######## design 1 ########
**Design 1: clock distribution**

The bar under the picture is 20 µm long.
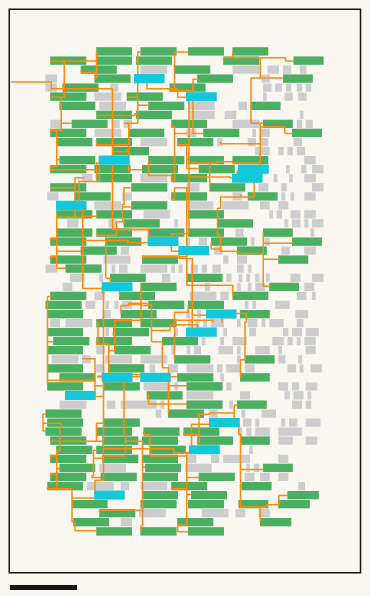
**Design 1: floorplan with the power grid**

The bar under the picture is 20 µm long. Pins as bars on the die edge.
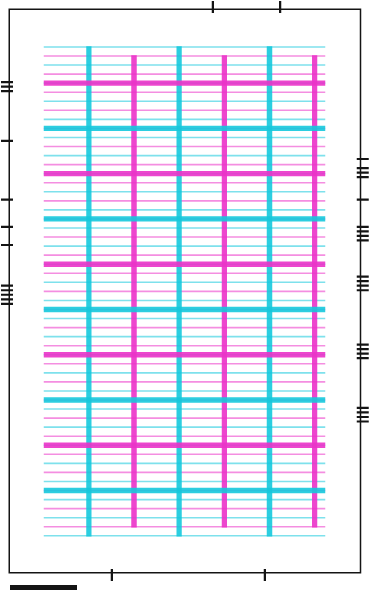
[config.mk]
export PLATFORM = sky130hd
export DESIGN_NAME = uart_rx_fifo
export DESIGN_NICKNAME = d
export VERILOG_FILES = /design/src/rtl/uart_rx_fifo.sv
export SDC_FILE = /design/constraint.sdc
export NUM_CORES = 1
export LEC_CHECK = 0
export ABC_CLOCK_PERIOD_IN_PS = 4900
export CAP_MARGIN = 20
export CELL_PAD_IN_SITES_DETAIL_PLACEMENT = 1
export CELL_PAD_IN_SITES_GLOBAL_PLACEMENT = 2
export CORE_ASPECT_RATIO = 1.75
export CORE_MARGIN = 10
export CORE_UTILIZATION = 48
export CTS_CLUSTER_SIZE = 28
export DETAILED_ROUTE_END_ITERATION = 10
export GPL_TIMING_DRIVEN = 0
export PLACE_DENSITY_LB_ADDON = 0.1
export SYNTH_ARGS = -nofsm -noshare
export SYNTH_HDL_FRONTEND = slang
export SYNTH_SLANG_ARGS = --single-unit
export TNS_END_PERCENT = 5
[constraint.sdc]
create_clock -name clk -period 4.9 [get_ports clk]
set_input_delay 1.225 -clock clk [delete_from_list [all_inputs] [get_ports clk]]
set_output_delay 1.225 -clock clk [all_outputs]
set_load 0.1 [all_outputs]
[src/rtl/uart_rx_fifo.sv]
// Receive-side byte buffer behind UartRx: synchronises the frame-valid level, pushes one
// byte per rising edge into a first-word-fall-through FIFO, and drops/counts bytes when full.
module uart_rx_fifo #(
  parameter int DATA_WIDTH  = 8,
  parameter int DEPTH       = 16,
  parameter int SYNC_STAGES = 2
) (
  input  logic                      clk,
  input  logic                      rst,
  input  logic [DATA_WIDTH-1:0]     rxData,
  input  logic                      rxDataIsValid,
  output logic [DATA_WIDTH-1:0]     rdData,
  output logic                      rdValid,
  input  logic                      rdReady,
  output logic [$clog2(DEPTH):0]    count,
  output logic                      full,
  output logic                      overflow,
  output logic [7:0]                dropCount,
  input  logic                      clearOverflow
);
  localparam int AW = $clog2(DEPTH);

  logic [SYNC_STAGES-1:0] vld_pipe;
  logic                   sync_prev;
  logic                   push_req;
  logic [AW:0]            wr_ptr, rd_ptr;
  logic [DATA_WIDTH-1:0]  mem [DEPTH];
  logic                   pop, accept, drop;

  // Flops reset to 1 so a level already high at reset release is not seen as a new frame.
  always_ff @(posedge clk or posedge rst) begin
    if (rst) begin
      vld_pipe  <= '1;
      sync_prev <= 1'b1;
    end else begin
      vld_pipe  <= {vld_pipe[SYNC_STAGES-2:0], rxDataIsValid};
      sync_prev <= vld_pipe[SYNC_STAGES-1];
    end
  end

  assign push_req = vld_pipe[SYNC_STAGES-1] & ~sync_prev;

  assign rdValid = (wr_ptr != rd_ptr);
  assign full    = (wr_ptr[AW] != rd_ptr[AW]) && (wr_ptr[AW-1:0] == rd_ptr[AW-1:0]);
  assign count   = wr_ptr - rd_ptr;
  assign rdData  = mem[rd_ptr[AW-1:0]];

  assign pop    = rdValid & rdReady;
  // A pop in the same cycle frees the slot, so a full FIFO still accepts the push.
  assign accept = push_req & (~full | pop);
  assign drop   = push_req & full & ~pop;

  always_ff @(posedge clk or posedge rst) begin
    if (rst) begin
      wr_ptr <= '0;
      rd_ptr <= '0;
    end else begin
      if (accept) wr_ptr <= wr_ptr + 1'b1;
      if (pop)    rd_ptr <= rd_ptr + 1'b1;
    end
  end

  always_ff @(posedge clk) begin
    if (accept) mem[wr_ptr[AW-1:0]] <= rxData;
  end

  // A drop in the clearing cycle wins and restarts the count at 1.
  always_ff @(posedge clk or posedge rst) begin
    if (rst) begin
      overflow  <= 1'b0;
      dropCount <= '0;
    end else if (drop) begin
      overflow <= 1'b1;
      if (clearOverflow)          dropCount <= 8'd1;
      else if (dropCount != 8'hFF) dropCount <= dropCount + 8'd1;
    end else if (clearOverflow) begin
      overflow  <= 1'b0;
      dropCount <= '0;
    end
  end
endmodule

==> notes.md <==
impl run done, here's what came out: vias per inst 5.73, multi-input gates 162, syn_nets roughly 360, clk_buf instances 17, root buf cell clkbuf_16, Least-Margin Pin Slew ~1100 ps, WP depth 8, Slew headroom about 28%, outcome finished clean, layout cells sized above 1 18.6%, area figure in the yosys stat output ~0.006 mm², non-clk buf share 5.82%, CTS sink count about 150, setup violators final 0, Detailed Place HPWL ~9600 µm, Crit path arrival time 3480 ps, Area Overhead vs Synth 18.9%, GR Util met3 4.26%, fill count 1131, Max Cap Viol 0, adder share under 10%, GR peak layer met2, mapped cell area 0.00608 mm²
About 'clock distribution' of design 1:
[clock-net drivers] cyan | count: 17
[flip-flops] green | count: 150
[clock wires] orange | length: 1790 µm
routed clock nets: 18
Worst-Skew Late Latency: 430 ps

About 'floorplan with the power grid' of design 1:
[VDD] magenta
[VSS] cyan
met4 straps: 6
met5 straps: 10
Die Span Y: 169 µm

[what timing repair did]
action,in CTS,in global routing
resized,15,5
endpoints found under the setup margin,12,6
pin swaps,0,0
[registers in the layout, indices dropped and copies added (netlist names)]
signal	count
vld_pipe	2
mem	128
overflow	1
wr_ptr	5
rd_ptr	5
sync_prev	1
dropCount	8

######## design 2 ########
==> config.mk <==
export PLATFORM = sky130hd
export DESIGN_NAME = hazard_ctrl_param
export DESIGN_NICKNAME = d
export VERILOG_FILES = /design/src/rtl/hazard_ctrl_param.sv
export SDC_FILE = /design/constraint.sdc
export NUM_CORES = 1
export LEC_CHECK = 0
export CAP_MARGIN = 10
export CELL_PAD_IN_SITES_DETAIL_PLACEMENT = 1
export CELL_PAD_IN_SITES_GLOBAL_PLACEMENT = 2
export CORE_MARGIN = 3
export CORE_UTILIZATION = 14
export CTS_CLUSTER_SIZE = 30
export DETAILED_ROUTE_END_ITERATION = 10
export PLACE_DENSITY = 0.77
export RECOVER_POWER = 50
export SLEW_MARGIN = 30
export SYNTH_ARGS = -nofsm -noshare
export SYNTH_HDL_FRONTEND = slang
export SYNTH_SLANG_ARGS = --single-unit
==> constraint.sdc <==
create_clock -name clk -period 2.5 [get_ports clk]
set_input_delay 0.5 -clock clk [delete_from_list [all_inputs] [get_ports clk]]
set_output_delay 0.5 -clock clk [all_outputs]
set_load 0.03 [all_outputs]
==> src/rtl/hazard_ctrl_param.sv <==
// -----------------------------------------------------------------------------
// hazard_ctrl_param
// Hazard/stall controller for a 7-stage pipe (F1,F2,DE,EX,M1,M2,WB).
// Detects a load in M1 feeding an operand read in EX or DE. Drains the rear pipe
// (EX..WB) before a CSR op leaves DE. Holds EX for multi-cycle ops (MUL/DIV).
// Drives the stall and flush strobes of the pipeline registers.
//
// Ports
//   clk, rst              clock, asynchronous active-high reset
//   de_valid/de_is_csr_op DE occupancy and CSR flag
//   de_rs/de_use_rs       DE source indices (operand i at [i*REG_AW +: REG_AW]) and read flags
//   ex_rs/ex_use_rs       EX source indices and read flags
//   ex_mc_start           first EX cycle of a multi-cycle op
//   m1_valid/m1_is_load/m1_rd  M1 occupancy, load flag and destination
//   rear_valid            per-stage valid, bit0=EX .. bit[PIPE_DEPTH-1]=WB
//   stall_pc/f2/de/ex     hold the stage register
//   flush_ex/flush_m1     insert a bubble into EX / M1
//   csr_busy              CSR FSM is draining (debug view of the FSM state)
//   mc_busy               multi-cycle counter is non-zero
//
// Optional feature: define HAZ_PERF_EN to add perf_lu_cnt, perf_csr_cnt and
// perf_mc_cnt. These are saturating 32-bit counts of the cycles won by each
// stall cause.
//
// Handshake: there is no valid/ready pair here. The strobes are level signals,
// and they are valid during the cycle in which their inputs are valid.
// -----------------------------------------------------------------------------
module hazard_ctrl_param #(
  parameter int REG_AW     = 5,
  parameter int NUM_RSRC   = 2,
  parameter int PIPE_DEPTH = 4,
  parameter int MC_LAT     = 4
) (
  input  logic                       clk,
  input  logic                       rst,
  input  logic                       de_valid,
  input  logic                       de_is_csr_op,
  input  logic [NUM_RSRC*REG_AW-1:0] de_rs,
  input  logic [NUM_RSRC-1:0]        de_use_rs,
  input  logic [NUM_RSRC*REG_AW-1:0] ex_rs,
  input  logic [NUM_RSRC-1:0]        ex_use_rs,
  input  logic                       ex_mc_start,
  input  logic                       m1_valid,
  input  logic                       m1_is_load,
  input  logic [REG_AW-1:0]          m1_rd,
  input  logic [PIPE_DEPTH-1:0]      rear_valid,
  output logic                       stall_pc,
  output logic                       stall_f2,
  output logic                       stall_de,
  output logic                       stall_ex,
  output logic                       flush_ex,
  output logic                       flush_m1,
  output logic                       csr_busy,
  output logic                       mc_busy
`ifdef HAZ_PERF_EN
  ,
  output logic [31:0]                perf_lu_cnt,
  output logic [31:0]                perf_csr_cnt,
  output logic [31:0]                perf_mc_cnt
`endif
);

  // With MC_LAT==1 the counter is always loaded with 0, so such an op never stalls.
  localparam int CW = (MC_LAT > 1) ? $clog2(MC_LAT) : 1;
  localparam logic [CW-1:0] MC_LOAD = CW'(MC_LAT - 1);

  typedef enum logic {S_IDLE, S_DRAIN} state_t;
  typedef enum logic [2:0] {C_NONE, C_MC, C_LU_EX, C_LU_DE, C_CSR} cause_t;

  state_t          state_q, state_d;
  logic [CW-1:0]   mc_cnt_q, mc_cnt_d;
  cause_t          cause;
  logic            ld_hit, ex_match, de_match, lu_ex, lu_de;
  logic            rear_any, csr_stall, mc_active;

  always_comb begin
    ex_match = 1'b0;
    de_match = 1'b0;
    for (int i = 0; i < NUM_RSRC; i++) begin
      if (ex_use_rs[i] && (ex_rs[i*REG_AW +: REG_AW] == m1_rd)) ex_match = 1'b1;
      if (de_use_rs[i] && (de_rs[i*REG_AW +: REG_AW] == m1_rd)) de_match = 1'b1;
    end
    // x0 is never written, so a load to x0 creates no dependency.
    ld_hit    = m1_valid & m1_is_load & (m1_rd != '0);
    lu_ex     = ld_hit & ex_match;
    lu_de     = ld_hit & de_match & de_valid;
    rear_any  = |rear_valid;
    mc_active = (mc_cnt_q != '0);
    csr_stall = (state_q == S_DRAIN) ? rear_any : (de_valid & de_is_csr_op & rear_any);

    // Exactly one cause wins each cycle. During reset nothing wins, so the
    // strobes drop at the moment rst rises.
    cause = C_NONE;
    if (rst)            cause = C_NONE;
    else if (mc_active) cause = C_MC;
    else if (lu_ex)     cause = C_LU_EX;
    else if (lu_de)     cause = C_LU_DE;
    else if (csr_stall) cause = C_CSR;

    stall_pc = 1'b0;
    stall_f2 = 1'b0;
    stall_de = 1'b0;
    stall_ex = 1'b0;
    flush_ex = 1'b0;
    flush_m1 = 1'b0;
    case (cause)
      C_MC, C_LU_EX: begin
        {stall_pc, stall_f2, stall_de, stall_ex} = 4'b1111;
        flush_m1 = 1'b1;
      end
      C_LU_DE, C_CSR: begin
        {stall_pc, stall_f2, stall_de} = 3'b111;
        flush_ex = 1'b1;
      end
      default: ;
    endcase

    // Multi-cycle occupancy: the start cycle counts as the first EX cycle.
    // The counter then covers the remaining MC_LAT-1 cycles.
    mc_cnt_d = mc_cnt_q;
    if (mc_active)                    mc_cnt_d = mc_cnt_q - CW'(1);
    else if (ex_mc_start && !lu_ex)   mc_cnt_d = MC_LOAD;

    state_d = state_q;
    case (state_q)
      S_IDLE:  if (cause == C_CSR) state_d = S_DRAIN;
      S_DRAIN: begin
        // A front flush (de_valid drops) abandons the drain. A higher-priority
        // cause leaves the drain pending. An empty rear pipe releases the CSR.
        if (!de_valid)                                              state_d = S_IDLE;
        else if (cause == C_MC || cause == C_LU_EX || cause == C_LU_DE) state_d = S_DRAIN;
        else if (!rear_any)                                         state_d = S_IDLE;
      end
      default: state_d = S_IDLE;
    endcase
  end

  always_ff @(posedge clk or posedge rst) begin
    if (rst) begin
      state_q  <= S_IDLE;
      mc_cnt_q <= '0;
    end else begin
      state_q  <= state_d;
      mc_cnt_q <= mc_cnt_d;
    end
  end

  assign csr_busy = (state_q == S_DRAIN);
  assign mc_busy  = mc_active;

`ifdef HAZ_PERF_EN
  logic [31:0] perf_lu_q, perf_lu_d, perf_csr_q, perf_csr_d, perf_mc_q, perf_mc_d;

  always_comb begin
    perf_lu_d  = perf_lu_q;
    perf_csr_d = perf_csr_q;
    perf_mc_d  = perf_mc_q;
    if ((cause == C_LU_EX || cause == C_LU_DE) && perf_lu_q != 32'hFFFF_FFFF)
      perf_lu_d = perf_lu_q + 32'd1;
    if (cause == C_CSR && perf_csr_q != 32'hFFFF_FFFF)
      perf_csr_d = perf_csr_q + 32'd1;
    if (cause == C_MC && perf_mc_q != 32'hFFFF_FFFF)
      perf_mc_d = perf_mc_q + 32'd1;
  end

  always_ff @(posedge clk or posedge rst) begin
    if (rst) begin
      perf_lu_q  <= '0;
      perf_csr_q <= '0;
      perf_mc_q  <= '0;
    end else begin
      perf_lu_q  <= perf_lu_d;
      perf_csr_q <= perf_csr_d;
      perf_mc_q  <= perf_mc_d;
    end
  end

  assign perf_lu_cnt  = perf_lu_q;
  assign perf_csr_cnt = perf_csr_q;
  assign perf_mc_cnt  = perf_mc_q;
`endif

endmodule

**Design 2: floorplan with the power grid**

The bar under the picture is 20 µm long. Pins as bars on the die edge.
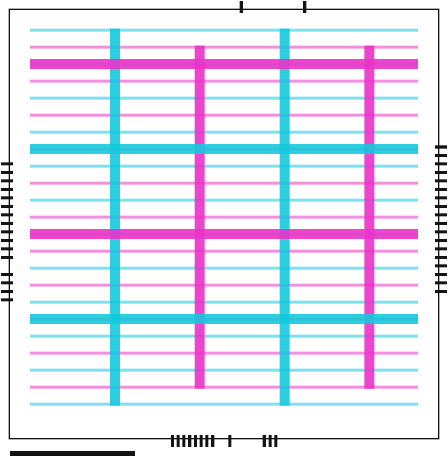
[VDD] magenta
[VSS] cyan
met1 rails: 23
met4 straps: 4
rows: 22
met5 straps: 4
signal pins: 48
Die Span Y: 68.5 µm
Core Footprint: 0.00372 mm²
Die Wd: 68.5 µm

==> notes.md <==
impl run done, here's what came out: Max Cap Viol 0, sequence of cells on the critical path clkdlybuf4s15_2 -> or3_4 -> o311a_4 -> buf_6 -> a21oi_2 -> nor2_2 -> buf_6, Antenna Diode Count 0, outcome finished clean, vias around 700, crit path max fanout 5, Num CTS Buffers 3, met2 GRT Util 19.4%, WP depth 7, Crit. Startpoint m1_rd[3], EDFF count, synth 0, DRC viols 0, post-route non-filler standard cell count around 170, GPL Wtd Cong 0.750, routed metal-1 wire length 889 µm, CP required ~2000 ps, number of H-tree levels 1, CTS tree yes, hold path startpoint mc_cnt_q[1]$_DFFE_PP0P_
-- cell families after synthesis --
group	after synthesis	synth area share [%]
compound gates	13	17.2
fa+ha+maj	1	2.29
mux	1	2.06
flops	3	13.7
buf+inv	12	12.6
xor+xnor	20	32.0
simple gates	21	20.1
-- cell type report --
type / count / area, µm² / area share [%]
repair buffers: 57 / 571 / 44.7
clock buffers: 4 / 45.0 / 3.53
flip-flops and latches: 3 / 75.1 / 5.89
well taps: 48 / 60.1 / 4.71
inverters: 4 / 15.0 / 1.18
multi-input cells: 56 / 509 / 39.9


==> gallery <==
Wiring by layer.
(a)
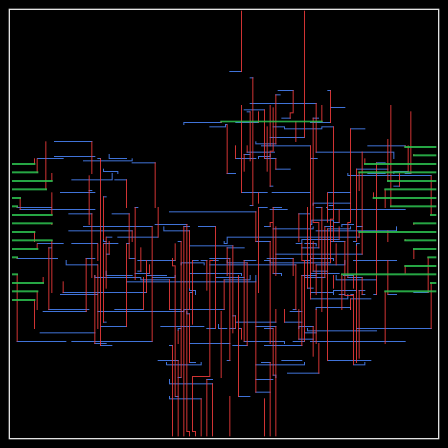
(b)
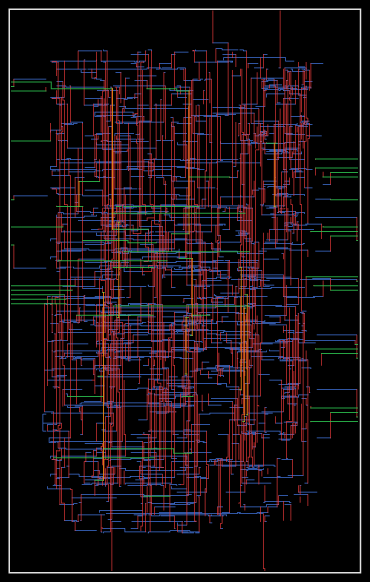
- (b) = design 1
- (a) = design 2
The one with the most wire is (b).

Key to (a):
[M2] red | wire length: 1330 µm
[M3] green | wire length: 195 µm
[M1] blue | wire length: 890 µm

